######## pwm_deadtime_gen ########
pwm_deadtime_gen/clk_routes.png
Bar = 20 um.
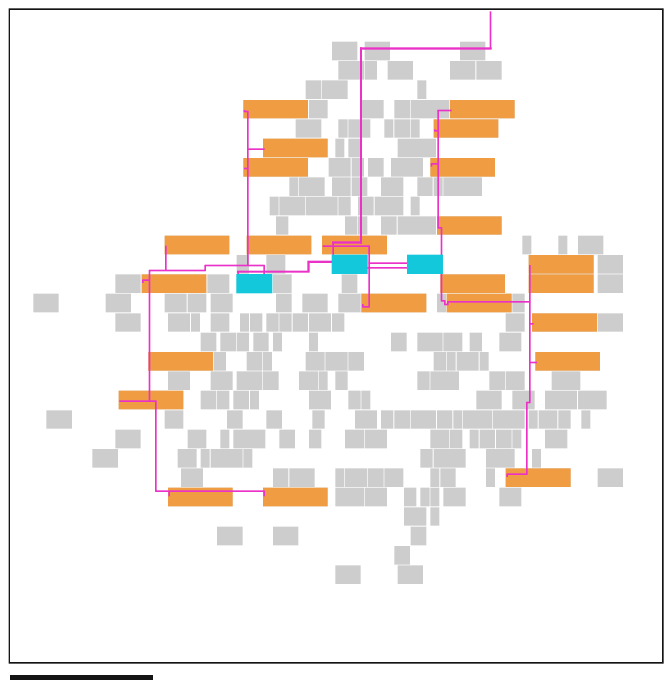

--- src/rtl/pwm_dt_pkg.sv ---
// Shared types and constants for the complementary dead-time gate driver.
package pwm_dt_pkg;

  localparam int unsigned DT_W_DEFAULT = 8;

  typedef enum logic [2:0] {
    ST_IDLE  = 3'd0,
    ST_DT_HS = 3'd1,
    ST_HS_ON = 3'd2,
    ST_DT_LS = 3'd3,
    ST_LS_ON = 3'd4,
    ST_FAULT = 3'd5
  } state_t;

  typedef struct packed {
    logic hs;
    logic ls;
    logic flt;
  } gate_t;

  localparam gate_t GATE_OFF = 3'b000;

  // Moore decode: only one gate bit can ever be set for a given state.
  function automatic gate_t decode(input state_t s);
    gate_t g;
    g = GATE_OFF;
    case (s)
      ST_HS_ON: g.hs  = 1'b1;
      ST_LS_ON: g.ls  = 1'b1;
      ST_FAULT: g.flt = 1'b1;
      default:  g     = GATE_OFF;
    endcase
    return g;
  endfunction

endpackage

--- src/rtl/sat_counter.sv ---
// Saturating up-counter with synchronous clear; holds at all-ones.
module sat_counter #(
  parameter int unsigned W = 8
) (
  input  logic         clk,
  input  logic         rst,
  input  logic         inc,
  input  logic         clear,
  output logic [W-1:0] q
);

  localparam logic [W-1:0] MAX = '1;

  always_ff @(posedge clk or posedge rst) begin
    if (rst) begin
      q <= '0;
    end else if (clear) begin
      q <= '0;
    end else if (inc && (q != MAX)) begin
      q <= q + W'(1);
    end
  end

endmodule

--- src/rtl/pwm_deadtime_gen.sv ---
// Complementary high/low gate pair from a single-ended PWM with programmable
// dead time, short-pulse swallowing and a latched fault.
module pwm_deadtime_gen
  import pwm_dt_pkg::*;
#(
  parameter int unsigned DT_W = DT_W_DEFAULT
) (
  input  logic            clk,
  input  logic            rst,
  input  logic            pwm_i,
  input  logic [DT_W-1:0] dt_cycles_i,
  input  logic            enable_i,
  input  logic            fault_i,
  input  logic            fault_clr_i,
  output logic            hs_o,
  output logic            ls_o,
  output logic            fault_latched_o,
  output logic [DT_W-1:0] swallow_cnt_o
);

  state_t          state, state_nxt;
  logic [DT_W-1:0] cnt, cnt_nxt;
  logic            from_idle, from_idle_nxt;
  logic            swallow_c;
  gate_t           gate_q;

  // Dead-time entry target: a zero dead time goes straight to the ON state.
  function automatic state_t dt_target(input logic to_hs, input logic [DT_W-1:0] dt);
    if (dt == '0) return to_hs ? ST_HS_ON : ST_LS_ON;
    return to_hs ? ST_DT_HS : ST_DT_LS;
  endfunction

  always_comb begin
    state_nxt     = state;
    cnt_nxt       = cnt;
    from_idle_nxt = from_idle;
    swallow_c     = 1'b0;
    if (fault_i) begin
      state_nxt = ST_FAULT;
      cnt_nxt   = '0;
    end else if (state == ST_FAULT) begin
      // A latched fault ignores enable_i; only an explicit clear releases it.
      if (fault_clr_i) state_nxt = ST_IDLE;
    end else if (!enable_i) begin
      state_nxt = ST_IDLE;
      cnt_nxt   = '0;
    end else begin
      case (state)
        ST_IDLE: begin
          state_nxt     = dt_target(pwm_i, dt_cycles_i);
          cnt_nxt       = dt_cycles_i;
          from_idle_nxt = 1'b1;
        end
        ST_LS_ON: if (pwm_i) begin
          state_nxt     = dt_target(1'b1, dt_cycles_i);
          cnt_nxt       = dt_cycles_i;
          from_idle_nxt = 1'b0;
        end
        ST_HS_ON: if (!pwm_i) begin
          state_nxt     = dt_target(1'b0, dt_cycles_i);
          cnt_nxt       = dt_cycles_i;
          from_idle_nxt = 1'b0;
        end
        ST_DT_HS: begin
          if (!pwm_i) begin
            if (from_idle) begin
              state_nxt = dt_target(1'b0, dt_cycles_i);
              cnt_nxt   = dt_cycles_i;
            end else begin
              state_nxt = ST_LS_ON;
              swallow_c = 1'b1;
            end
          end else if (cnt <= DT_W'(1)) begin
            state_nxt = ST_HS_ON;
          end else begin
            cnt_nxt = cnt - DT_W'(1);
          end
        end
        ST_DT_LS: begin
          if (pwm_i) begin
            if (from_idle) begin
              state_nxt = dt_target(1'b1, dt_cycles_i);
              cnt_nxt   = dt_cycles_i;
            end else begin
              state_nxt = ST_HS_ON;
              swallow_c = 1'b1;
            end
          end else if (cnt <= DT_W'(1)) begin
            state_nxt = ST_LS_ON;
          end else begin
            cnt_nxt = cnt - DT_W'(1);
          end
        end
        default: state_nxt = ST_IDLE;
      endcase
    end
  end

  // Gate outputs are registered from the next-state decode so they track state exactly.
  always_ff @(posedge clk or posedge rst) begin
    if (rst) begin
      state     <= ST_IDLE;
      cnt       <= '0;
      from_idle <= 1'b0;
      gate_q    <= GATE_OFF;
    end else begin
      state     <= state_nxt;
      cnt       <= cnt_nxt;
      from_idle <= from_idle_nxt;
      gate_q    <= decode(state_nxt);
    end
  end

  assign hs_o            = gate_q.hs;
  assign ls_o            = gate_q.ls;
  assign fault_latched_o = gate_q.flt;

  sat_counter #(.W(DT_W)) u_swallow_cnt (
    .clk   (clk),
    .rst   (rst),
    .inc   (swallow_c),
    .clear (1'b0),
    .q     (swallow_cnt_o)
  );

endmodule

--- config.mk ---
export PLATFORM = sky130hd
export DESIGN_NAME = pwm_deadtime_gen
export DESIGN_NICKNAME = d
export VERILOG_FILES = /design/src/rtl/pwm_dt_pkg.sv /design/src/rtl/sat_counter.sv /design/src/rtl/pwm_deadtime_gen.sv
export SDC_FILE = /design/constraint.sdc
export NUM_CORES = 1
export LEC_CHECK = 0
export ABC_CLOCK_PERIOD_IN_PS = 5500
export CAP_MARGIN = 20
export CORE_MARGIN = 3
export CORE_UTILIZATION = 25
export CTS_CLUSTER_SIZE = 28
export DETAILED_ROUTE_END_ITERATION = 10
export GPL_ROUTABILITY_DRIVEN = 0
export SLEW_MARGIN = 15
export SYNTH_ARGS = -nofsm -noshare
export SYNTH_HDL_FRONTEND = slang
export SYNTH_HIERARCHICAL = 1
export SYNTH_SLANG_ARGS = --single-unit
--- constraint.sdc ---
create_clock -name clk -period 5.5 [get_ports clk]
set_clock_uncertainty 0.05 [all_clocks]
set_input_delay 1.1 -clock clk [delete_from_list [all_inputs] [get_ports clk]]
set_output_delay 1.1 -clock clk [all_outputs]
set_load 0.03 [all_outputs]
######## pe_dot_sequencer ########
`config.mk`:
```
export PLATFORM = sky130hd
export DESIGN_NAME = pe_dot_sequencer
export DESIGN_NICKNAME = d
export VERILOG_FILES = /design/src/rtl/pe_dot_sequencer.sv
export SDC_FILE = /design/constraint.sdc
export NUM_CORES = 1
export LEC_CHECK = 0
export CORE_MARGIN = 8
export CORE_UTILIZATION = 33
export CTS_CLUSTER_SIZE = 12
export DETAILED_ROUTE_END_ITERATION = 10
export PLACE_DENSITY = 0.65
export SLEW_MARGIN = 20
export SYNTH_ARGS = -nofsm -noshare
export SYNTH_HDL_FRONTEND = slang
export SYNTH_SLANG_ARGS = --single-unit
export TNS_END_PERCENT = 1
```
`constraint.sdc`:
```
create_clock -name clk -period 2.59 [get_ports clk]
set_input_delay 0.3885 -clock clk [delete_from_list [all_inputs] [get_ports clk]]
set_output_delay 0.3885 -clock clk [all_outputs]
set_load 0.03 [all_outputs]
```
`src/rtl/pe_dot_sequencer.sv`:
```
// Dot-product job sequencer: streams paired reads to the memory reader, gates the
// PE accumulate enable in step with returning data, then returns the PE result.
module pe_dot_sequencer #(
    parameter int unsigned ADDR_W    = 32,
    parameter int unsigned DATA_W    = 32,
    parameter int unsigned ADDR_STEP = 4,
    parameter int unsigned MEM_LAT   = 1,
    parameter int unsigned TIMEOUT   = 64
) (
    input  logic              clk,
    input  logic              rst,
    input  logic              start,
    input  logic [15:0]       len,
    input  logic [ADDR_W-1:0] base_a,
    input  logic [ADDR_W-1:0] base_b,
    output logic              busy,
    output logic              mem_en,
    output logic [ADDR_W-1:0] addr1,
    output logic [ADDR_W-1:0] addr2,
    output logic              pe_active,
    output logic              pe_clear,
    input  logic              pe_out_empty,
    input  logic [DATA_W-1:0] pe_out,
    output logic              pe_read,
    output logic [DATA_W-1:0] result,
    output logic              result_err,
    output logic              result_valid,
    input  logic              result_ready
);

    localparam int unsigned       TW    = $clog2(TIMEOUT + 1);
    localparam int unsigned       LW    = $clog2(MEM_LAT + 1);
    localparam logic [ADDR_W-1:0] STEP  = ADDR_W'(ADDR_STEP);
    localparam logic [TW-1:0]     TLAST = TW'(TIMEOUT - 1);
    localparam logic [LW-1:0]     LLAST = LW'(MEM_LAT - 1);

    typedef enum logic [2:0] {
        IDLE,
        ISSUE,
        ALIGN,
        DRAIN,
        HOLD
    } state_t;

    state_t             state;
    logic [15:0]        len_q;
    logic [15:0]        cnt;
    logic [LW-1:0]      acnt;
    logic [TW-1:0]      tcnt;
    logic               first_q;
    logic [MEM_LAT-1:0] en_sr;
    logic [MEM_LAT-1:0] clr_sr;
    logic [MEM_LAT:0]   en_next;
    logic [MEM_LAT:0]   clr_next;

    // The shift registers are MEM_LAT deep; building the next value one bit wider
    // keeps the shift expression valid for MEM_LAT == 1.
    assign en_next   = {en_sr, mem_en};
    assign clr_next  = {clr_sr, first_q};
    assign pe_active = en_sr[MEM_LAT-1];
    assign pe_clear  = clr_sr[MEM_LAT-1];
    assign pe_read   = (state == DRAIN) && !pe_out_empty;

    always_ff @(posedge clk) begin
        if (rst) begin
            state        <= IDLE;
            busy         <= 1'b0;
            mem_en       <= 1'b0;
            addr1        <= '0;
            addr2        <= '0;
            result       <= '0;
            result_err   <= 1'b0;
            result_valid <= 1'b0;
            len_q        <= '0;
            cnt          <= '0;
            acnt         <= '0;
            tcnt         <= '0;
            first_q      <= 1'b0;
            en_sr        <= '0;
            clr_sr       <= '0;
        end else begin
            en_sr   <= en_next[MEM_LAT-1:0];
            clr_sr  <= clr_next[MEM_LAT-1:0];
            first_q <= 1'b0;
            case (state)
                IDLE: begin
                    if (start && len != '0) begin
                        state   <= ISSUE;
                        busy    <= 1'b1;
                        mem_en  <= 1'b1;
                        first_q <= 1'b1;
                        addr1   <= base_a;
                        addr2   <= base_b;
                        len_q   <= len;
                        cnt     <= 16'd1;
                    end
                end
                ISSUE: begin
                    // cnt holds the number of reads already issued
                    if (cnt == len_q) begin
                        mem_en <= 1'b0;
                        acnt   <= '0;
                        state  <= ALIGN;
                    end else begin
                        addr1 <= addr1 + STEP;
                        addr2 <= addr2 + STEP;
                        cnt   <= cnt + 16'd1;
                    end
                end
                ALIGN: begin
                    if (acnt == LLAST) begin
                        tcnt  <= '0;
                        state <= DRAIN;
                    end else begin
                        acnt <= acnt + LW'(1);
                    end
                end
                DRAIN: begin
                    if (!pe_out_empty) begin
                        result       <= pe_out;
                        result_err   <= 1'b0;
                        result_valid <= 1'b1;
                        state        <= HOLD;
                    end else if (tcnt == TLAST) begin
                        result       <= '0;
                        result_err   <= 1'b1;
                        result_valid <= 1'b1;
                        state        <= HOLD;
                    end else begin
                        tcnt <= tcnt + TW'(1);
                    end
                end
                HOLD: begin
                    if (result_ready) begin
                        result_valid <= 1'b0;
                        busy         <= 1'b0;
                        state        <= IDLE;
                    end
                end
                default: state <= IDLE;
            endcase
        end
    end

endmodule

```

## Gallery

Cell placement.
shot_01.png
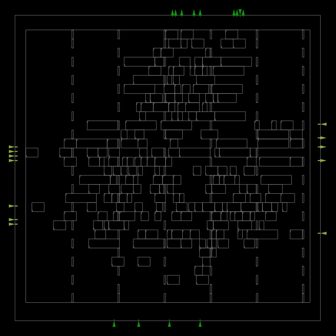
shot_02.png
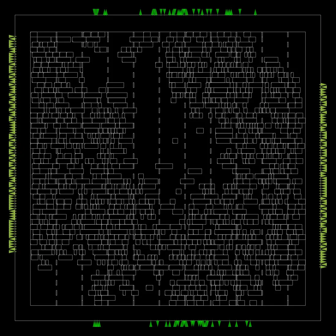
Of these, most sequential cells: shot_02.png
| from | picture |
|---|---|
| pwm_deadtime_gen | shot_01.png |
| pe_dot_sequencer | shot_02.png |

pe_dot_sequencer/clk_routes.png
Bar = 50 um.
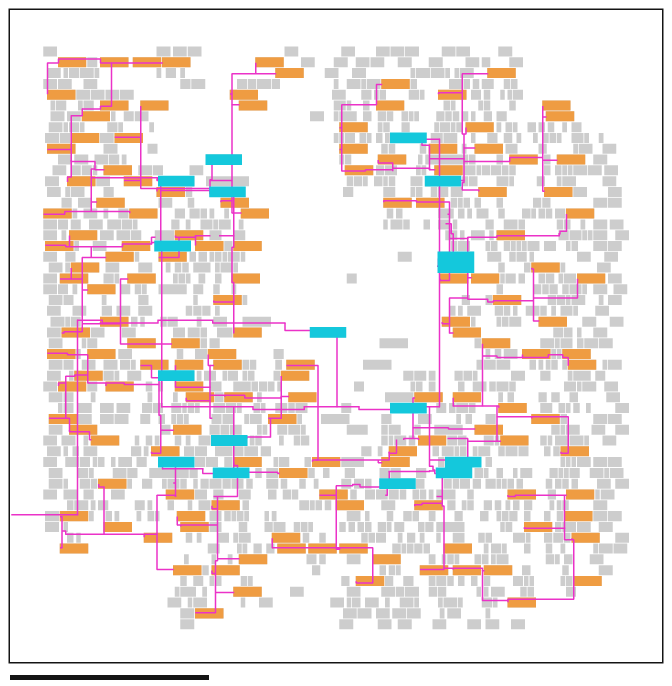
[orange] flip-flops | count: 145
[magenta] clock wires | length: 2090 um
[cyan] clock drivers | count: 17
routed clock nets	18

pe_dot_sequencer/io_placement.png
Pins as bars across the die edge, other pins in grey.
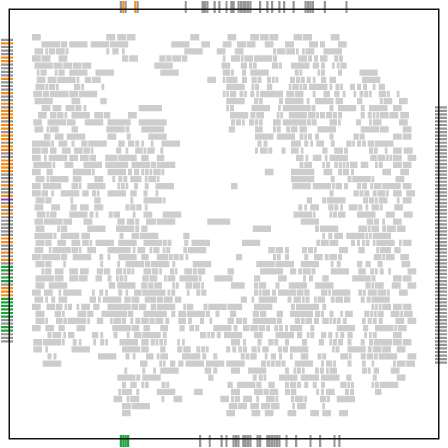
colour	port	pins	direction	edge
purple	`result_ready`	1	input	left
orange	`result`	32	output	30 left, 2 top
green	`len`	16	input	12 left, 4 bottom
all pins by edge	86 left, 73 right, 32 top, 29 bottom

==> flow_summary.ini, pe_dot_sequencer <==
; synthesis and place-and-route metrics
[outcome]
status = finished clean

[hold_path]
min_to = pe_clear$_SDFF_PP0_

[worst_setup_path]
cp.depth = 9
ff2ff_path_depth = 7
r2r_setup_slack_ps = 290
arrival_ps = 2750
critical_path_buf_inv_count = 3

[clock_network]
cts_resized = 0

[logic_synthesis]
yosysTopAreaCell = dfxtp_1
syn_nets = 1071
netlist_top_cells_count = nand2_1, dfxtp_1, a21oi_1, nor2_1
yosysMostFrequentCell = nand2_1
syn_area_um2 = 7240
synth-edff-count = 0
synth_xor_xnor_area_share_pct = 2.42

[routing]
wl_met3_um = 2700
wl_per_cell_um = 17.2
antenna_left = 0

[layout]
final_cell_area_um2 = 10500

[pwr]
power_frac_seq_pct = 37.5
p_clk_mw = 2.55

[job]
max-cap-violations = 0
tool_warnings = 26

[timing]
skew_ps = 12.5

[placement]
dpl_cell_area_um2 = 9940

[global_route]
met2_usage_pct = 27.9
pwm_deadtime_gen/placement_by_type.png
Fill, decap, tap and diode cells in grey.
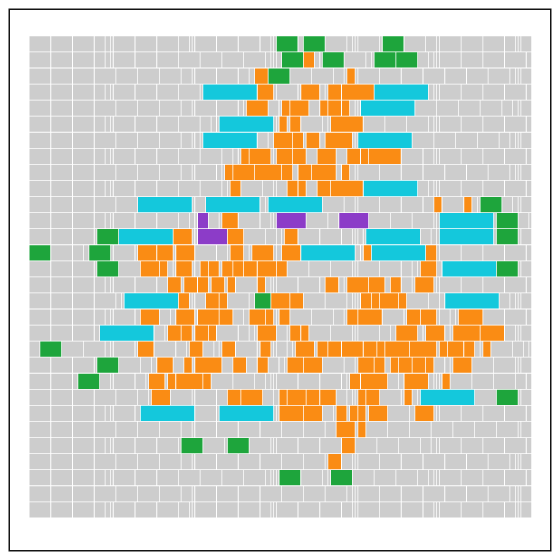
colour	class	cells	share of their area
orange	combinational and other logic	167	57%
green	other buffers and delay cells	25	12%
purple	clock drivers and dummy loads	4	2.3%
cyan	flops	23	28%

## Picture notes: pwm_deadtime_gen/clk_routes.png
[cyan] clock drivers | count: 3
[orange] flip-flops | count: 23
[magenta] clock wires | length: 290 um
routed clock nets	4

==> flow_summary.ini, pwm_deadtime_gen <==
; synthesis and place-and-route metrics
[global_route]
grt_max_degree = 23
overflow = 0
gr-usage-all-layers_pct = 10.4
grt_pass1_wl_um = 7280
use_met3_pct = 2.40

[timing]
finalSetupViolations = 0
hold_violations = 0
period_used_pct = 67.3
holdWs_ps = 493

[pwr]
pwr-share-comb_pct = 29.7
p_total_mw = 0.426
pg_seq_mw = 0.198

[layout]
stdcell_count = 315
mostFrequentLayoutCells = clkdlybuf4s50_1, dfrtp_1, nor2_1
sh_seq_area_pct = 26.9
buffer_area_share_pct = 11.6
n_antenna_cell = 0

[clock_network]
cts_resized = 0
hold_buffers = 0
cts_tree = built
path_clk_slew_ps = 80

[logic_synthesis]
synth.distinct_cells = 66
compound_area_share_pct = 27.8
ys_area_um2 = 1820
yosysMostFrequentCell = dfrtp_1

[worst_setup_path]
r2r_end = u_swallow_cnt/q[5]$_DFFE_PP0P_
crit_path_end = u_swallow_cnt/q[5]$_DFFE_PP0P_
cp.depth = 7
worstSetupStartpoint = pwm_i

[floorplan]
core_um2 = 6940

[routing]
wl_um = 4310
wl_met2_um = 1900
vias = 1624

[outcome]
status = finished clean

[placement]
dp.final_hpwl_um = 3260

######## priority_mux_6_to_1 ########
priority_mux_6_to_1/clk_routes.png
Bar = 20 um.
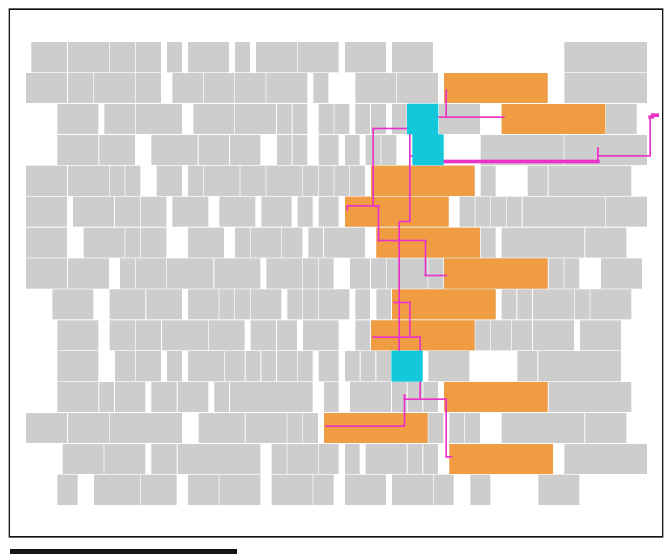

===== config.mk =====
export PLATFORM = sky130hd
export DESIGN_NAME = priority_mux_6_to_1
export DESIGN_NICKNAME = d
export VERILOG_FILES = /design/src/rtl/priority_mux_pkg.sv /design/src/rtl/priority_mux_6_to_1_pri_enc.sv /design/src/rtl/priority_mux_6_to_1.sv
export SDC_FILE = /design/constraint.sdc
export NUM_CORES = 1
export LEC_CHECK = 0
export ABC_AREA = 1
export CAP_MARGIN = 10
export CORE_ASPECT_RATIO = 0.8
export CORE_UTILIZATION = 37
export CTS_CLUSTER_SIZE = 16
export DETAILED_ROUTE_END_ITERATION = 6
export PLACE_DENSITY_LB_ADDON = 0.25
export SLEW_MARGIN = 20
export SYNTH_ARGS = -nofsm -noshare
export SYNTH_HDL_FRONTEND = slang
export SYNTH_SLANG_ARGS = --single-unit

===== constraint.sdc =====
create_clock -name clk -period 1.2 [get_ports clk]
set_input_delay 0.24 -clock clk [delete_from_list [all_inputs] [get_ports clk]]
set_output_delay 0.24 -clock clk [all_outputs]
set_load 0.05 [all_outputs]

===== src/rtl/priority_mux_pkg.sv =====
// priority_mux_pkg: shared widths and input index codes for the 6:1 priority mux
package priority_mux_pkg;
  localparam int DATA_W = 8;
  localparam int SEL_W = 5;
  localparam int NUM_IN = 6;
  localparam logic [2:0] IDX_D0 = 3'd0;
  localparam logic [2:0] IDX_D1 = 3'd1;
  localparam logic [2:0] IDX_D2 = 3'd2;
  localparam logic [2:0] IDX_D3 = 3'd3;
  localparam logic [2:0] IDX_D4 = 3'd4;
  localparam logic [2:0] IDX_D5 = 3'd5;
endpackage


===== src/rtl/priority_mux_6_to_1_pri_enc.sv =====
// pri_enc_5: highest-set-bit encoder, bit n maps to index n+1, all-zero maps to 0
module pri_enc_5
  import priority_mux_pkg::*;
(
  input  logic [SEL_W-1:0] sel,
  output logic [2:0]       idx
);
  always_comb
    idx = sel[4] ? IDX_D5 :
          sel[3] ? IDX_D4 :
          sel[2] ? IDX_D3 :
          sel[1] ? IDX_D2 :
          sel[0] ? IDX_D1 : IDX_D0;
endmodule


===== src/rtl/priority_mux_6_to_1.sv =====
// priority_mux_6_to_1: six-input priority mux with registered data and index
module priority_mux_6_to_1
  import priority_mux_pkg::*;
#(
  parameter int WIDTH = DATA_W,
  parameter int SEL_W = 5
) (
  input  logic             clk,
  input  logic             rst_n,
  input  logic [WIDTH-1:0] d0,
  input  logic [WIDTH-1:0] d1,
  input  logic [WIDTH-1:0] d2,
  input  logic [WIDTH-1:0] d3,
  input  logic [WIDTH-1:0] d4,
  input  logic [WIDTH-1:0] d5,
  input  logic [SEL_W-1:0] sel,
  output logic [WIDTH-1:0] d_out,
  output logic [2:0]       sel_idx
);
  if (SEL_W != 5) begin : g_bad_sel_w
    $error("priority_mux_6_to_1: SEL_W must be 5");
  end
  logic [2:0]       idx;
  logic [WIDTH-1:0] d_out_d, d_out_q;
  logic [2:0]       sel_idx_d, sel_idx_q;
  pri_enc_5 u_enc (
    .sel (sel),
    .idx (idx)
  );
  always_comb begin
    sel_idx_d = idx;
    d_out_d = idx == IDX_D5 ? d5 :
              idx == IDX_D4 ? d4 :
              idx == IDX_D3 ? d3 :
              idx == IDX_D2 ? d2 :
              idx == IDX_D1 ? d1 : d0;
  end
  always_ff @(posedge clk or negedge rst_n)
    if (!rst_n) begin
      d_out_q <= '0;
      sel_idx_q <= IDX_D0;
    end else begin
      d_out_q <= d_out_d;
      sel_idx_q <= sel_idx_d;
    end
  assign d_out = d_out_q;
  assign sel_idx = sel_idx_q;
endmodule


######## vga_timing_gen ########
File: src/rtl/vga_timing_gen.sv
// Raster timing source: pixel strobe, scan position, syncs, visible flag, line/frame pulses, frame counter.
// Defining VGA_PREFETCH_EN presents h_cnt/v_cnt one pixel ahead of the syncs/valid/pulses.
module vga_timing_gen #(
  parameter int PIX_DIV   = 4,
  parameter int H_VISIBLE = 640,
  parameter int H_FRONT   = 16,
  parameter int H_SYNC    = 96,
  parameter int H_BACK    = 48,
  parameter int V_VISIBLE = 480,
  parameter int V_FRONT   = 10,
  parameter int V_SYNC    = 2,
  parameter int V_BACK    = 33,
  parameter int SYNC_POL  = 0
) (
  input  logic        clk,
  input  logic        rst,
  output logic        pix_stb,
  output logic [9:0]  h_cnt,
  output logic [9:0]  v_cnt,
  output logic        hsync,
  output logic        vsync,
  output logic        valid,
  output logic        line_start,
  output logic        frame_start,
  output logic [15:0] frame_cnt
);

  localparam int H_TOTAL = H_VISIBLE + H_FRONT + H_SYNC + H_BACK;
  localparam int V_TOTAL = V_VISIBLE + V_FRONT + V_SYNC + V_BACK;

  localparam logic [9:0] H_LAST   = 10'(H_TOTAL - 1);
  localparam logic [9:0] V_LAST   = 10'(V_TOTAL - 1);
  localparam logic [9:0] H_VIS    = 10'(H_VISIBLE);
  localparam logic [9:0] V_VIS    = 10'(V_VISIBLE);
  localparam logic [9:0] HS_START = 10'(H_VISIBLE + H_FRONT);
  localparam logic [9:0] HS_END   = 10'(H_VISIBLE + H_FRONT + H_SYNC);
  localparam logic [9:0] VS_START = 10'(V_VISIBLE + V_FRONT);
  localparam logic [9:0] VS_END   = 10'(V_VISIBLE + V_FRONT + V_SYNC);
  localparam logic [3:0] DIV_LAST = 4'(PIX_DIV - 1);
  localparam logic       SYNC_ACT = (SYNC_POL != 0);

  // Raster step: h wraps at the end of the line and carries into v.
  function automatic logic [19:0] advance(input logic [9:0] v, input logic [9:0] h);
    logic [9:0] hn;
    logic [9:0] vn;
    hn = (h == H_LAST) ? 10'd0 : h + 10'd1;
    vn = v;
    if (h == H_LAST) begin
      vn = (v == V_LAST) ? 10'd0 : v + 10'd1;
    end
    return {vn, hn};
  endfunction

  logic [3:0]  div_q, div_d;
  logic        tick;
  logic [9:0]  h_q, h_d, v_q, v_d;
  logic [9:0]  h_nxt, v_nxt;
  logic        hsync_q, hsync_d;
  logic        vsync_q, vsync_d;
  logic        valid_q, valid_d;
  logic        pix_stb_q, pix_stb_d;
  logic        line_start_q, line_start_d;
  logic        frame_start_q, frame_start_d;
  logic [15:0] frame_cnt_q, frame_cnt_d;
`ifdef VGA_PREFETCH_EN
  logic [9:0]  h_pf_q, h_pf_d, v_pf_q, v_pf_d;
`endif

  assign tick = (div_q == DIV_LAST);

  // Everything derived from the position is computed from the upcoming pixel so it
  // lands in the same register update as the position itself.
  always_comb begin
    {v_nxt, h_nxt} = advance(v_q, h_q);
    div_d          = tick ? 4'd0 : div_q + 4'd1;
    h_d            = h_q;
    v_d            = v_q;
    hsync_d        = hsync_q;
    vsync_d        = vsync_q;
    valid_d        = valid_q;
    pix_stb_d      = 1'b0;
    line_start_d   = 1'b0;
    frame_start_d  = 1'b0;
    frame_cnt_d    = frame_cnt_q;
`ifdef VGA_PREFETCH_EN
    h_pf_d         = h_pf_q;
    v_pf_d         = v_pf_q;
`endif
    if (tick) begin
      h_d           = h_nxt;
      v_d           = v_nxt;
      hsync_d       = ((h_nxt >= HS_START) && (h_nxt < HS_END)) ? SYNC_ACT : ~SYNC_ACT;
      vsync_d       = ((v_nxt >= VS_START) && (v_nxt < VS_END)) ? SYNC_ACT : ~SYNC_ACT;
      valid_d       = (h_nxt < H_VIS) && (v_nxt < V_VIS);
      pix_stb_d     = 1'b1;
      line_start_d  = (h_nxt == 10'd0);
      frame_start_d = (h_nxt == 10'd0) && (v_nxt == 10'd0);
      if ((h_nxt == 10'd0) && (v_nxt == 10'd0)) begin
        frame_cnt_d = frame_cnt_q + 16'd1;
      end
`ifdef VGA_PREFETCH_EN
      {v_pf_d, h_pf_d} = advance(v_nxt, h_nxt);
`endif
    end
  end

  // Reset parks the raster on the last pixel so the first tick lands on (0,0).
  always_ff @(posedge clk or posedge rst) begin
    if (rst) begin
      div_q         <= 4'd0;
      h_q           <= H_LAST;
      v_q           <= V_LAST;
      hsync_q       <= ~SYNC_ACT;
      vsync_q       <= ~SYNC_ACT;
      valid_q       <= 1'b0;
      pix_stb_q     <= 1'b0;
      line_start_q  <= 1'b0;
      frame_start_q <= 1'b0;
      frame_cnt_q   <= 16'd0;
`ifdef VGA_PREFETCH_EN
      h_pf_q        <= 10'd0;
      v_pf_q        <= 10'd0;
`endif
    end else begin
      div_q         <= div_d;
      h_q           <= h_d;
      v_q           <= v_d;
      hsync_q       <= hsync_d;
      vsync_q       <= vsync_d;
      valid_q       <= valid_d;
      pix_stb_q     <= pix_stb_d;
      line_start_q  <= line_start_d;
      frame_start_q <= frame_start_d;
      frame_cnt_q   <= frame_cnt_d;
`ifdef VGA_PREFETCH_EN
      h_pf_q        <= h_pf_d;
      v_pf_q        <= v_pf_d;
`endif
    end
  end

`ifdef VGA_PREFETCH_EN
  assign h_cnt = h_pf_q;
  assign v_cnt = v_pf_q;
`else
  assign h_cnt = h_q;
  assign v_cnt = v_q;
`endif
  assign pix_stb     = pix_stb_q;
  assign hsync       = hsync_q;
  assign vsync       = vsync_q;
  assign valid       = valid_q;
  assign line_start  = line_start_q;
  assign frame_start = frame_start_q;
  assign frame_cnt   = frame_cnt_q;

endmodule

File: config.mk
export PLATFORM = sky130hd
export DESIGN_NAME = vga_timing_gen
export DESIGN_NICKNAME = d
export VERILOG_FILES = /design/src/rtl/vga_timing_gen.sv
export SDC_FILE = /design/constraint.sdc
export NUM_CORES = 1
export LEC_CHECK = 0
export CORE_AREA = 2 2 77 79
export CTS_CLUSTER_DIAMETER = 100
export CTS_CLUSTER_SIZE = 16
export DETAILED_ROUTE_END_ITERATION = 12
export DIE_AREA = 0 0 79 81
export GPL_TIMING_DRIVEN = 0
export HOLD_SLACK_MARGIN = 0.08
export PLACE_DENSITY = 0.78
export SYNTH_ARGS = -nofsm -noshare
export SYNTH_HDL_FRONTEND = slang
export SYNTH_SLANG_ARGS = --single-unit
File: constraint.sdc
create_clock -name clk -period 3.4 [get_ports clk]
set_input_delay 0.85 -clock clk [delete_from_list [all_inputs] [get_ports clk]]
set_output_delay 0.85 -clock clk [all_outputs]
set_load 0.01 [all_outputs]
######## apb_slave_mux ########
**config.mk**
```make
export PLATFORM = sky130hd
export DESIGN_NAME = apb_slave_mux
export DESIGN_NICKNAME = d
export VERILOG_FILES = /design/src/rtl/apb_slave_mux_pkg.sv /design/src/rtl/apb_addr_decode.sv /design/src/rtl/apb_slave_mux.sv
export SDC_FILE = /design/constraint.sdc
export NUM_CORES = 1
export LEC_CHECK = 0
export CAP_MARGIN = 30
export CORE_ASPECT_RATIO = 1.75
export CORE_MARGIN = 5
export CORE_UTILIZATION = 39
export DETAILED_ROUTE_END_ITERATION = 16
export HOLD_SLACK_MARGIN = 0.06
export PLACE_DENSITY_LB_ADDON = 0.15
export SLEW_MARGIN = 10
export SYNTH_ARGS = -nofsm -noshare
export SYNTH_HDL_FRONTEND = slang
export SYNTH_SLANG_ARGS = --single-unit
export TNS_END_PERCENT = 50
```
**constraint.sdc**
```tcl
create_clock -name hclk -period 4.3 [get_ports hclk]
set_input_delay 0.86 -clock hclk [delete_from_list [all_inputs] [get_ports hclk]]
set_output_delay 0.86 -clock hclk [all_outputs]
set_load 0.1 [all_outputs]
```
**src/rtl/apb_slave_mux_pkg.sv**
```systemverilog
// Shared definitions for the APB slave mux: bus width defines used by the
// upstream bridge, the FSM state encoding and a small sizing helper.
// Optional feature macro used by the top: APB_MUX_TIMEOUT_EN.

`ifndef PADDR_WIDTH
`define PADDR_WIDTH 32
`endif

`ifndef APB_DATA_WIDTH
`define APB_DATA_WIDTH 32
`endif

package apb_slave_mux_pkg;

    // FSM state encoding, shared with anything that watches dbg_state.
    typedef enum logic [1:0] {
        IDLE     = 2'd0,
        ACTIVE   = 2'd1,
        ERR_RESP = 2'd2,
        DRAIN    = 2'd3
    } mux_state_e;

    // Width of the slave index field; at least one bit even for one slave.
    function automatic int idx_width(input int num_slaves);
        return (num_slaves > 1) ? $clog2(num_slaves) : 1;
    endfunction

endpackage

```
**src/rtl/apb_addr_decode.sv**
```systemverilog
// Combinational APB address decoder: splits paddr into a slave index and
// flags addresses that fall outside the populated slave regions.

module apb_addr_decode
    import apb_slave_mux_pkg::*;
#(
    parameter int NUM_SLAVES      = 4,
    parameter int SLAVE_ADDR_BITS = 12,
    parameter int IDX_W           = idx_width(NUM_SLAVES)
) (
    input  logic [`PADDR_WIDTH-1:0] paddr,
    output logic [IDX_W-1:0]        idx,
    output logic                    unmapped
);

    // First address bit above the index field; anything set there is unmapped.
    localparam int HI_LSB = SLAVE_ADDR_BITS + IDX_W;
    localparam logic [IDX_W:0] SLV_CNT = (IDX_W + 1)'(NUM_SLAVES);

    logic hi_set;

    // Index extraction plus range check against the populated slave count.
    always_comb begin
        idx      = paddr[SLAVE_ADDR_BITS +: IDX_W];
        hi_set   = |(paddr >> HI_LSB);
        unmapped = hi_set | ({1'b0, idx} >= SLV_CNT);
    end

endmodule

```
**src/rtl/apb_slave_mux.sv**
```systemverilog
// APB decode/return stage behind the AHB-to-APB bridge. Latches the decoded
// slave for the whole transfer, drives a one-hot psel from that latched index
// and muxes the selected slave's response straight back (no added latency).
// Unmapped addresses get a local error response.
// Optional: define APB_MUX_TIMEOUT_EN to abort slaves that stall for
// TIMEOUT_CYCLES access-phase wait cycles.
//
// Handshake: the bridge holds psel_en for the whole transfer and raises
// penable for the access phase; a transfer completes in the cycle where
// pready_x is high, after which psel_en must fall before the next decode.

module apb_slave_mux
    import apb_slave_mux_pkg::*;
#(
    parameter int NUM_SLAVES      = 4,
    parameter int SLAVE_ADDR_BITS = 12,
    parameter int TIMEOUT_CYCLES  = 255
) (
    input  logic                                  hclk,
    input  logic                                  hreset,
    input  logic                                  psel_en,
    input  logic                                  penable,
    input  logic [`PADDR_WIDTH-1:0]               paddr,
    output logic [NUM_SLAVES-1:0]                 psel,
    input  logic [NUM_SLAVES-1:0]                 pready_s,
    input  logic [NUM_SLAVES-1:0]                 pslverr_s,
    input  logic [NUM_SLAVES*`APB_DATA_WIDTH-1:0] prdata_s,
    output logic                                  pready_x,
    output logic                                  pslverr_x,
    output logic [`APB_DATA_WIDTH-1:0]            prdata_x,
    output logic                                  err_pulse,
    output logic [`PADDR_WIDTH-1:0]               err_addr,
    output logic [1:0]                            dbg_state
);

    localparam int IDX_W = idx_width(NUM_SLAVES);
    localparam int DW    = `APB_DATA_WIDTH;

    // A non-positive timeout has no meaning; stop elaboration early.
    if (TIMEOUT_CYCLES < 1) begin : g_bad_timeout
        $error("apb_slave_mux: TIMEOUT_CYCLES must be at least 1");
    end

    mux_state_e               state_q, state_d;
    logic [IDX_W-1:0]         cur_idx_q, cur_idx_d;
    logic [`PADDR_WIDTH-1:0]  cur_addr_q, cur_addr_d;
    logic [`PADDR_WIDTH-1:0]  err_addr_q, err_addr_d;

`ifdef APB_MUX_TIMEOUT_EN
    localparam int CNT_W = $clog2(TIMEOUT_CYCLES + 1);
    localparam logic [CNT_W-1:0] CNT_LAST = CNT_W'(TIMEOUT_CYCLES - 1);
    logic [CNT_W-1:0]         cnt_q, cnt_d;
`endif

    logic [IDX_W-1:0]         dec_idx;
    logic                     dec_unmapped;
    logic                     sel_ready;
    logic                     sel_err;
    logic [DW-1:0]            sel_data;

    apb_addr_decode #(
        .NUM_SLAVES      (NUM_SLAVES),
        .SLAVE_ADDR_BITS (SLAVE_ADDR_BITS),
        .IDX_W           (IDX_W)
    ) u_decode (
        .paddr    (paddr),
        .idx      (dec_idx),
        .unmapped (dec_unmapped)
    );

    // Pick the latched slave's response lines; never driven from live paddr.
    always_comb begin
        sel_ready = 1'b0;
        sel_err   = 1'b0;
        sel_data  = '0;
        for (int i = 0; i < NUM_SLAVES; i++) begin
            if (cur_idx_q == IDX_W'(i)) begin
                sel_ready = pready_s[i];
                sel_err   = pslverr_s[i];
                sel_data  = prdata_s[i*DW +: DW];
            end
        end
    end

    // Next-state, latch updates and the combinational return path.
    always_comb begin
        state_d    = state_q;
        cur_idx_d  = cur_idx_q;
        cur_addr_d = cur_addr_q;
        err_addr_d = err_addr_q;
`ifdef APB_MUX_TIMEOUT_EN
        cnt_d      = cnt_q;
`endif
        psel       = '0;
        pready_x   = 1'b0;
        pslverr_x  = 1'b0;
        prdata_x   = '0;
        err_pulse  = 1'b0;

        case (state_q)
            IDLE: begin
                // penable may already be high here; it does not matter.
                if (psel_en) begin
                    cur_idx_d  = dec_idx;
                    cur_addr_d = paddr;
                    state_d    = dec_unmapped ? ERR_RESP : ACTIVE;
`ifdef APB_MUX_TIMEOUT_EN
                    cnt_d      = '0;
`endif
                end
            end

            ACTIVE: begin
                for (int i = 0; i < NUM_SLAVES; i++) begin
                    psel[i] = psel_en && (cur_idx_q == IDX_W'(i));
                end
                prdata_x  = sel_data;
                pready_x  = penable & sel_ready;
                pslverr_x = penable & sel_ready & sel_err;
                if (pready_x) begin
                    state_d = DRAIN;
                end else if (!psel_en) begin
                    state_d = IDLE;
`ifdef APB_MUX_TIMEOUT_EN
                end else if (penable) begin
                    // This cycle is a wait cycle; abort once the budget is spent.
                    cnt_d = cnt_q + 1'b1;
                    if (cnt_q == CNT_LAST) begin
                        state_d = ERR_RESP;
                    end
`endif
                end
            end

            ERR_RESP: begin
                pready_x  = penable;
                pslverr_x = penable;
                err_pulse = penable;
                if (penable) begin
                    err_addr_d = cur_addr_q;
                    state_d    = DRAIN;
                end else if (!psel_en) begin
                    state_d = IDLE;
                end
            end

            DRAIN: begin
                // Hold off until the bridge releases psel_en, so every new
                // transfer is decoded fresh from IDLE.
                if (!psel_en) begin
                    state_d = IDLE;
                end
            end

            default: state_d = IDLE;
        endcase
    end

    // State and latch registers, cleared asynchronously.
    always_ff @(posedge hclk or posedge hreset) begin
        if (hreset) begin
            state_q    <= IDLE;
            cur_idx_q  <= '0;
            cur_addr_q <= '0;
            err_addr_q <= '0;
`ifdef APB_MUX_TIMEOUT_EN
            cnt_q      <= '0;
`endif
        end else begin
            state_q    <= state_d;
            cur_idx_q  <= cur_idx_d;
            cur_addr_q <= cur_addr_d;
            err_addr_q <= err_addr_d;
`ifdef APB_MUX_TIMEOUT_EN
            cnt_q      <= cnt_d;
`endif
        end
    end

    assign err_addr  = err_addr_q;
    assign dbg_state = state_q;

endmodule

```
######## player_hit_judge ########
--- src/rtl/player_hit_judge.sv ---
// -----------------------------------------------------------------------------
// player_hit_judge
//
// Decides when an enemy bullet hits the player plane and tracks the player's
// health, lives, invulnerability window, boom (death) window and game-over.
//
// Ports:
//   clk, rst          clock and asynchronous active-high reset
//   tick              one-clk frame pulse; the frame timer advances only on it
//   restart           one-clk pulse; leaves OVER and starts a new game
//   pp_x, pp_y        player plane top-left corner
//   eb_x, eb_y        enemy bullet position
//   eb_valid          enemy bullet exists
//   eb_consume        one-clk pulse telling the bullet generator to drop it
//   health, lives     current health and remaining lives
//   invuln, boom,     registered state flags, one-hot with the state
//   game_over         (all zero while ALIVE)
// -----------------------------------------------------------------------------
module player_hit_judge #(
    parameter int HIT_W         = 40,
    parameter int HIT_H         = 40,
    parameter int MAX_HEALTH    = 3,
    parameter int LIVES         = 3,
    parameter int INVULN_FRAMES = 60,
    parameter int BOOM_FRAMES   = 30
) (
    input  logic       clk,
    input  logic       rst,
    input  logic       tick,
    input  logic       restart,
    input  logic [9:0] pp_x,
    input  logic [9:0] pp_y,
    input  logic [9:0] eb_x,
    input  logic [9:0] eb_y,
    input  logic       eb_valid,
    output logic       eb_consume,
    output logic [2:0] health,
    output logic [2:0] lives,
    output logic       invuln,
    output logic       boom,
    output logic       game_over
);

    typedef enum logic [1:0] {
        ST_ALIVE  = 2'd0,
        ST_INVULN = 2'd1,
        ST_BOOM   = 2'd2,
        ST_OVER   = 2'd3
    } state_t;

    state_t     state_q, state_d;
    logic [2:0] health_q, health_d;
    logic [2:0] lives_q, lives_d;
    logic [7:0] timer_q, timer_d;
    logic       consume_q, consume_d;
    logic       invuln_q, boom_q, over_q;

    // Hitbox far edges are formed at 11 bits so a plane near x/y = 1023
    // does not wrap its box back towards zero.
    logic [10:0] x_end, y_end;
    logic        ov;

    assign x_end = {1'b0, pp_x} + 11'(HIT_W);
    assign y_end = {1'b0, pp_y} + 11'(HIT_H);
    assign ov    = eb_valid
                 & (eb_x >= pp_x) & ({1'b0, eb_x} < x_end)
                 & (eb_y >= pp_y) & ({1'b0, eb_y} < y_end);

    always_ff @(posedge clk or posedge rst) begin
        if (rst) begin
            state_q   <= ST_ALIVE;
            health_q  <= 3'(MAX_HEALTH);
            lives_q   <= 3'(LIVES);
            timer_q   <= 8'd0;
            consume_q <= 1'b0;
            invuln_q  <= 1'b0;
            boom_q    <= 1'b0;
            over_q    <= 1'b0;
        end else begin
            state_q   <= state_d;
            health_q  <= health_d;
            lives_q   <= lives_d;
            timer_q   <= timer_d;
            consume_q <= consume_d;
            // Flags track the next state so they change in the same cycle
            // the state does.
            invuln_q  <= (state_d == ST_INVULN);
            boom_q    <= (state_d == ST_BOOM);
            over_q    <= (state_d == ST_OVER);
        end
    end

    always_comb begin
        state_d   = state_q;
        health_d  = health_q;
        lives_d   = lives_q;
        timer_d   = timer_q;
        consume_d = 1'b0;

        // Frame timer counts down on tick; individual states override it.
        if (tick && timer_q != 8'd0) begin
            timer_d = timer_q - 8'd1;
        end

        case (state_q)
            ST_ALIVE: begin
                if (ov) begin
                    consume_d = 1'b1;
                    if (health_q != 3'd0) begin
                        health_d = health_q - 3'd1;
                    end
                    if (health_q <= 3'd1) begin
                        state_d = ST_BOOM;
                        timer_d = 8'(BOOM_FRAMES);
                        if (lives_q != 3'd0) begin
                            lives_d = lives_q - 3'd1;
                        end
                    end else begin
                        state_d = ST_INVULN;
                        timer_d = 8'(INVULN_FRAMES);
                    end
                end
            end
            ST_INVULN: begin
                if (tick && timer_q == 8'd0) begin
                    state_d = ST_ALIVE;
                end
            end
            ST_BOOM: begin
                if (tick && timer_q == 8'd0) begin
                    if (lives_q == 3'd0) begin
                        state_d = ST_OVER;
                    end else begin
                        // Respawn at full health with a fresh grace window.
                        state_d  = ST_INVULN;
                        health_d = 3'(MAX_HEALTH);
                        timer_d  = 8'(INVULN_FRAMES);
                    end
                end
            end
            ST_OVER: begin
                if (restart) begin
                    state_d  = ST_ALIVE;
                    health_d = 3'(MAX_HEALTH);
                    lives_d  = 3'(LIVES);
                    timer_d  = 8'd0;
                end
            end
            default: begin
                state_d = ST_ALIVE;
            end
        endcase
    end

    assign eb_consume = consume_q;
    assign health     = health_q;
    assign lives      = lives_q;
    assign invuln     = invuln_q;
    assign boom       = boom_q;
    assign game_over  = over_q;

endmodule

--- config.mk ---
export PLATFORM = sky130hd
export DESIGN_NAME = player_hit_judge
export DESIGN_NICKNAME = d
export VERILOG_FILES = /design/src/rtl/player_hit_judge.sv
export SDC_FILE = /design/constraint.sdc
export NUM_CORES = 1
export LEC_CHECK = 0
export ABC_AREA = 1
export ABC_CLOCK_PERIOD_IN_PS = 3760
export CAP_MARGIN = 20
export CORE_MARGIN = 5
export CORE_UTILIZATION = 44
export CTS_CLUSTER_DIAMETER = 60
export DETAILED_ROUTE_END_ITERATION = 8
export PLACE_DENSITY = 0.71
export SLEW_MARGIN = 10
export SYNTH_ARGS = -nofsm -noshare
export SYNTH_HDL_FRONTEND = slang
export SYNTH_SLANG_ARGS = --single-unit
export TNS_END_PERCENT = 10
--- constraint.sdc ---
create_clock -name clk -period 3.76 [get_ports clk]
set_clock_uncertainty 0.1 [all_clocks]
set_input_delay 1.128 -clock clk [delete_from_list [all_inputs] [get_ports clk]]
set_output_delay 1.128 -clock clk [all_outputs]
set_load 0.005 [all_outputs]
priority_mux_6_to_1/wires.png
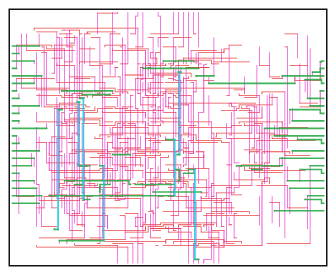
colour	layer	wire length
green	metal 3	318 um
red	metal 1	1320 um
magenta	metal 2	1730 um
cyan	metal 4	107 um

About priority_mux_6_to_1/clk_routes.png:
[magenta] clock wires | length: 121 um
[cyan] clock drivers | count: 3
[orange] flip-flops | count: 11
routed clock nets	4

==> flow_summary.ini, priority_mux_6_to_1 <==
; synthesis and place-and-route metrics
[layout]
dominant-cell-class = non-clock buffers
largest_register_ffs = 8
final_nets = 278
flop_area_um2 = 275

[routing]
drc = 6
vias_per_cell = 5.30

[global_route]
overflow = 0
grt_pass1_wl_um = 5020
met2_usage_pct = 46.0
grt_max_degree = 12
use_met1_pct = 28.3

[worst_setup_path]
worstSetupStartpoint = sel[3]
worstSetupPathType = input pin to register

[clock_network]
cts_inserted_buffers = 3

[timing]
fin_ws_ps = -6.13
finalSetupViolations = 1

[logic_synthesis]
yosys_warnings = 0
ys_top_logic_family = simple AND/OR/NAND/NOR gates

[outcome]
violations = DRC, setup timing
status = finished with violations
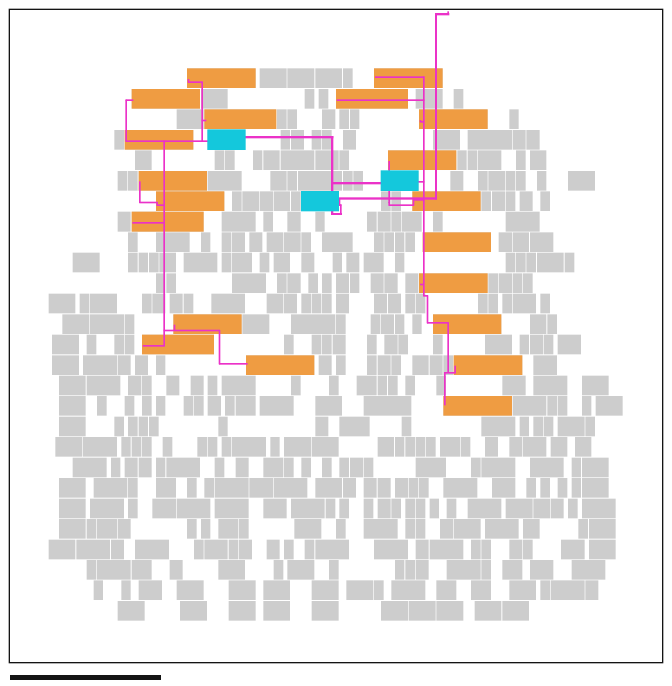
player_hit_judge/clk_routes.png
Bar = 20 um.
[orange] flip-flops | count: 20
[magenta] clock wires | length: 251 um
[cyan] clock drivers | count: 3
routed clock nets	4

player_hit_judge/placement.png
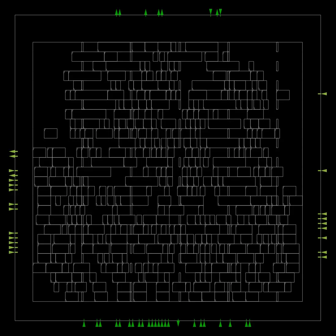
row count: 27
core region area: 5610 um^2
Filler Cell Count: 582
Cell Count, Final, Fillers Out: 517
flip-flops: 20

==> flow_summary.ini, player_hit_judge <==
; synthesis and place-and-route metrics
[outcome]
status = finished clean

[clock_network]
cts_setup_buffers = 0
path_clk_slew_ps = 70
root_buffer = clkbuf_8
clock-sinks = 20
cts_resized = 0

[logic_synthesis]
top_cells_by_area = ha_1, dfrtp_1, nand2_1
yosysMostFrequentCell = nand2_1
ys_seq_share_pct = 19.6
netlist_top_cells_count = nand2_1, inv_1, ha_1, nor2_1, nand3_1
ys_area_um2 = 2580
synth_area_per_cell_um2 = 6.76

[hold_path]
whs_path_depth = 2
min_path_type = register to register
min_to = lives[1]$_DFFE_PP1P_

[routing]
wl_met1_um = 2560
vias_per_cell = 4.83
drtIter0Drc = 99
vias = 2496

[layout]
largest_register_ffs = 8
lay_top_count = nand2_1
post-route-util_pct = 58.8

[pwr]
top_power_group = combinational cells
p_total_mw = 1.67
power_frac_seq_pct = 25.1
clkPwrFrac_pct = 8.4
p_sw_mw = 0.795
p_clk_mw = 0.140

[global_route]
gr-usage-all-layers_pct = 15.2
use_met3_pct = 2.57
first_global_vias = 2343

[worst_setup_path]
r2r_setup_slack_ps = 1630
critPathLaunchType = input pin
rr_startpoint = timer_q[0]$_DFF_PP0_
cp.depth = 16
end_kind = register
worstSetupStartpoint = pp_y[4]

[job]
tool_warnings = 32
max-cap-violations = 0

[placement]
io_buffers = 54
dpl.cell_count = 513

[floorplan]
design.die.area_um2 = 7500
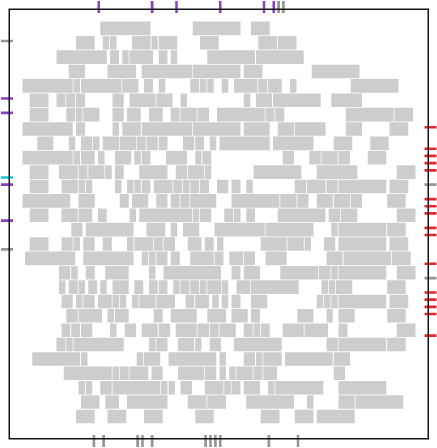
vga_timing_gen/io_placement.png
Pins as bars across the die edge, other pins in grey.
colour	port	pins	direction	edge
purple	`h_cnt`	10	output	6 top, 4 left
red	`frame_cnt`	16	output	right
cyan	`hsync`	1	output	left
all pins by edge	18 right, 11 bottom, 8 top, 7 left

vga_timing_gen/placement_by_type.png
Fill, decap, tap and diode cells in grey.
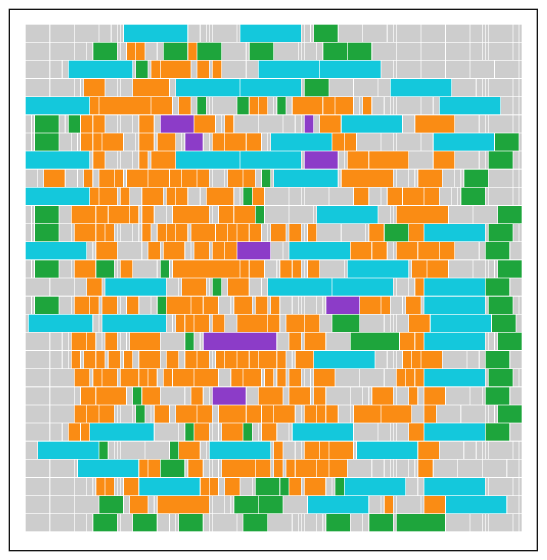
colour	class	cells	share of their area
cyan	flops	46	33%
purple	clock drivers and dummy loads	8	3.2%
orange	combinational and other logic	246	47%
green	other buffers and delay cells	67	16%

==> flow_summary.ini, vga_timing_gen <==
; synthesis and place-and-route metrics
[layout]
n_antenna_cell = 0
flop_area_um2 = 1170
layout.comb_gates.multi_input = 236
final_nets = 374
comb_area_share_pct = 44.8
fillers = 497

[placement]
dp.final_hpwl_um = 4760

[outcome]
status = finished clean

[logic_synthesis]
syn_nets = 323
yosysTopAreaCell = dfrtp_1
ys.flop_type = dfrtp_1
yosys_warnings = 0
compound_area_share_pct = 14.8

[floorplan]
die_w_um = 79
n_tap_cell = 75

[global_route]
use_met3_pct = 3.44
gr-usage-all-layers_pct = 22.7
busiest_layer = met2
overflow = 0
met2_usage_pct = 36.4

[worst_setup_path]
crit_chain = ha_2, nand4_4, or3_1, clkbuf_1, a2111oi_2, and4bb_1, buf_6, buf_12, nand4_4, xnor2_2
crit_path_end = frame_cnt[14]$_DFFE_PP0P_
r2r_setup_slack_ps = 240
path_delay_family = simple AND/OR/NAND/NOR gates

[job]
tool_warnings = 28

[pwr]
p_sw_mw = 0.206
clkPwrFrac_pct = 42.5

[routing]
wl_met3_um = 372

[timing]
drv_slew = 0
period_used_pct = 93.1
rsz0062_at_grt = no
apb_slave_mux/io_placement.png
Pins as bars across the die edge, other pins in grey.
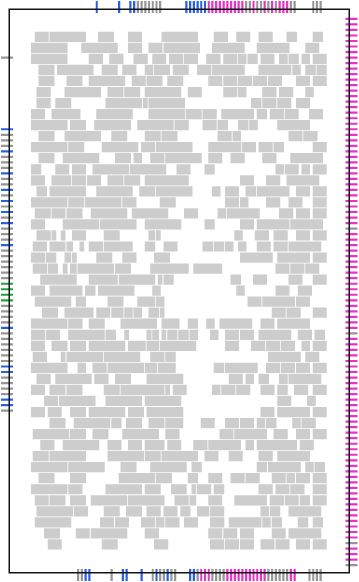
colour	port	pins	direction	edge
blue	`err_addr`	32	output	13 left, 10 top, 9 bottom
green	`pslverr_s`	4	input	left
magenta	`prdata_s`	128	input	96 right, 16 bottom, 16 top
all pins by edge	100 right, 53 left, 48 bottom, 44 top

apb_slave_mux/placement.png
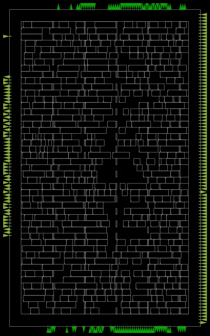
Cell Count, Final, Fillers Out: 630
Seq area share: 25.1%
Filler Cell Count: 665
flip-flops: 66

==> flow_summary.ini, apb_slave_mux <==
; synthesis and place-and-route metrics
[outcome]
status = finished clean

[logic_synthesis]
top_cells_by_area = dfrtp_1, mux4_2, mux2_2
yosys.area.top_type_share_pct = 44.9

[pwr]
p_leak_nw = 2.71
p_comb_mw = 3.73
p_clk_mw = 0.774

[routing]
wl_per_cell_um = 21.0
vias = 3236

[clock_network]
cts_buffer_depth = 2
root_buffer = clkbuf_16
clkLatencyLatePin_ps = 320
cts_inserted_buffers = 9

[layout]
n_antenna_cell = 1
final_cell_area_um2 = 6580

[global_route]
antenna_found_initial = 1
grt_max_degree = 38

[worst_setup_path]
critPathLaunchType = input pin
cpPeakStageDelay_ps = 500
end_kind = output port
path_delay_family = buffers and inverters
worstPathMaxFanout = 3

[placement]
gp_congestion = 0.949
dpl_cell_area_um2 = 6250

[timing]
hold_violations = 0
holdWs_ps = 476

[job]
max-cap-violations = 0


==> notes/layouts.md <==
Pictures saved along the way, in no particular order.

Routed metal, one colour a layer.
Plate I
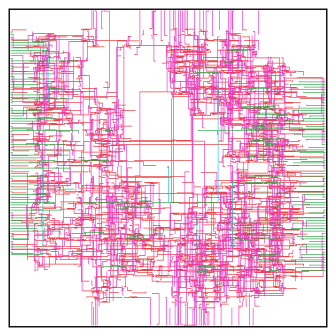
Plate II
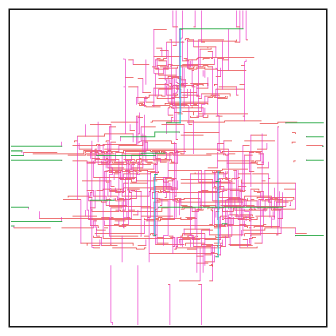
Plate III
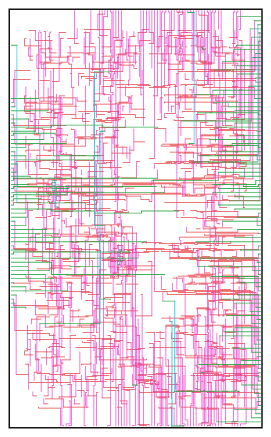
Plate IV
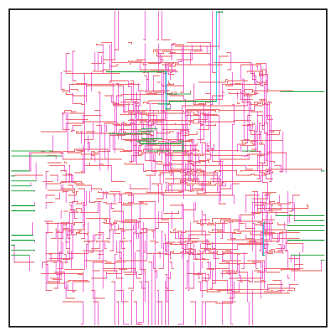
Plate V
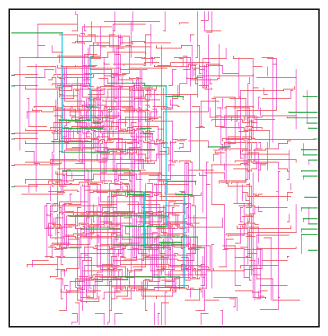
Plate II -> pwm_deadtime_gen
Plate IV -> player_hit_judge
Plate V -> vga_timing_gen
Plate I -> pe_dot_sequencer
Plate III -> apb_slave_mux
Of these, most wire: Plate I


==> layout pictures side by side <==
I/O pins on the die edge.
Pins as bars across the die edge, other pins in grey.
panel A
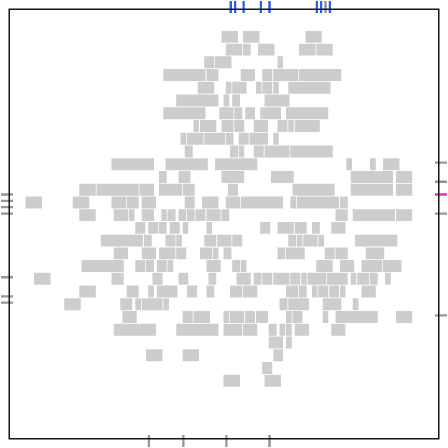
panel B
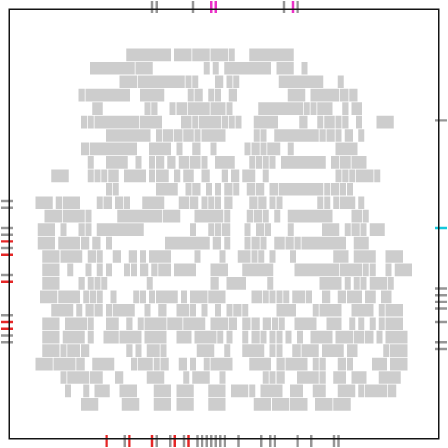
panel C
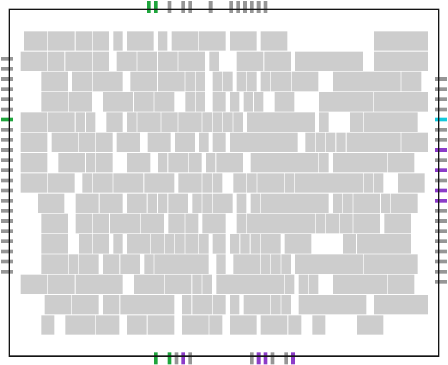
For pwm_deadtime_gen, see panel A.
For player_hit_judge, see panel B.
For priority_mux_6_to_1, see panel C.

Power figures rest on the tool's default switching activity, not on a simulated workload.
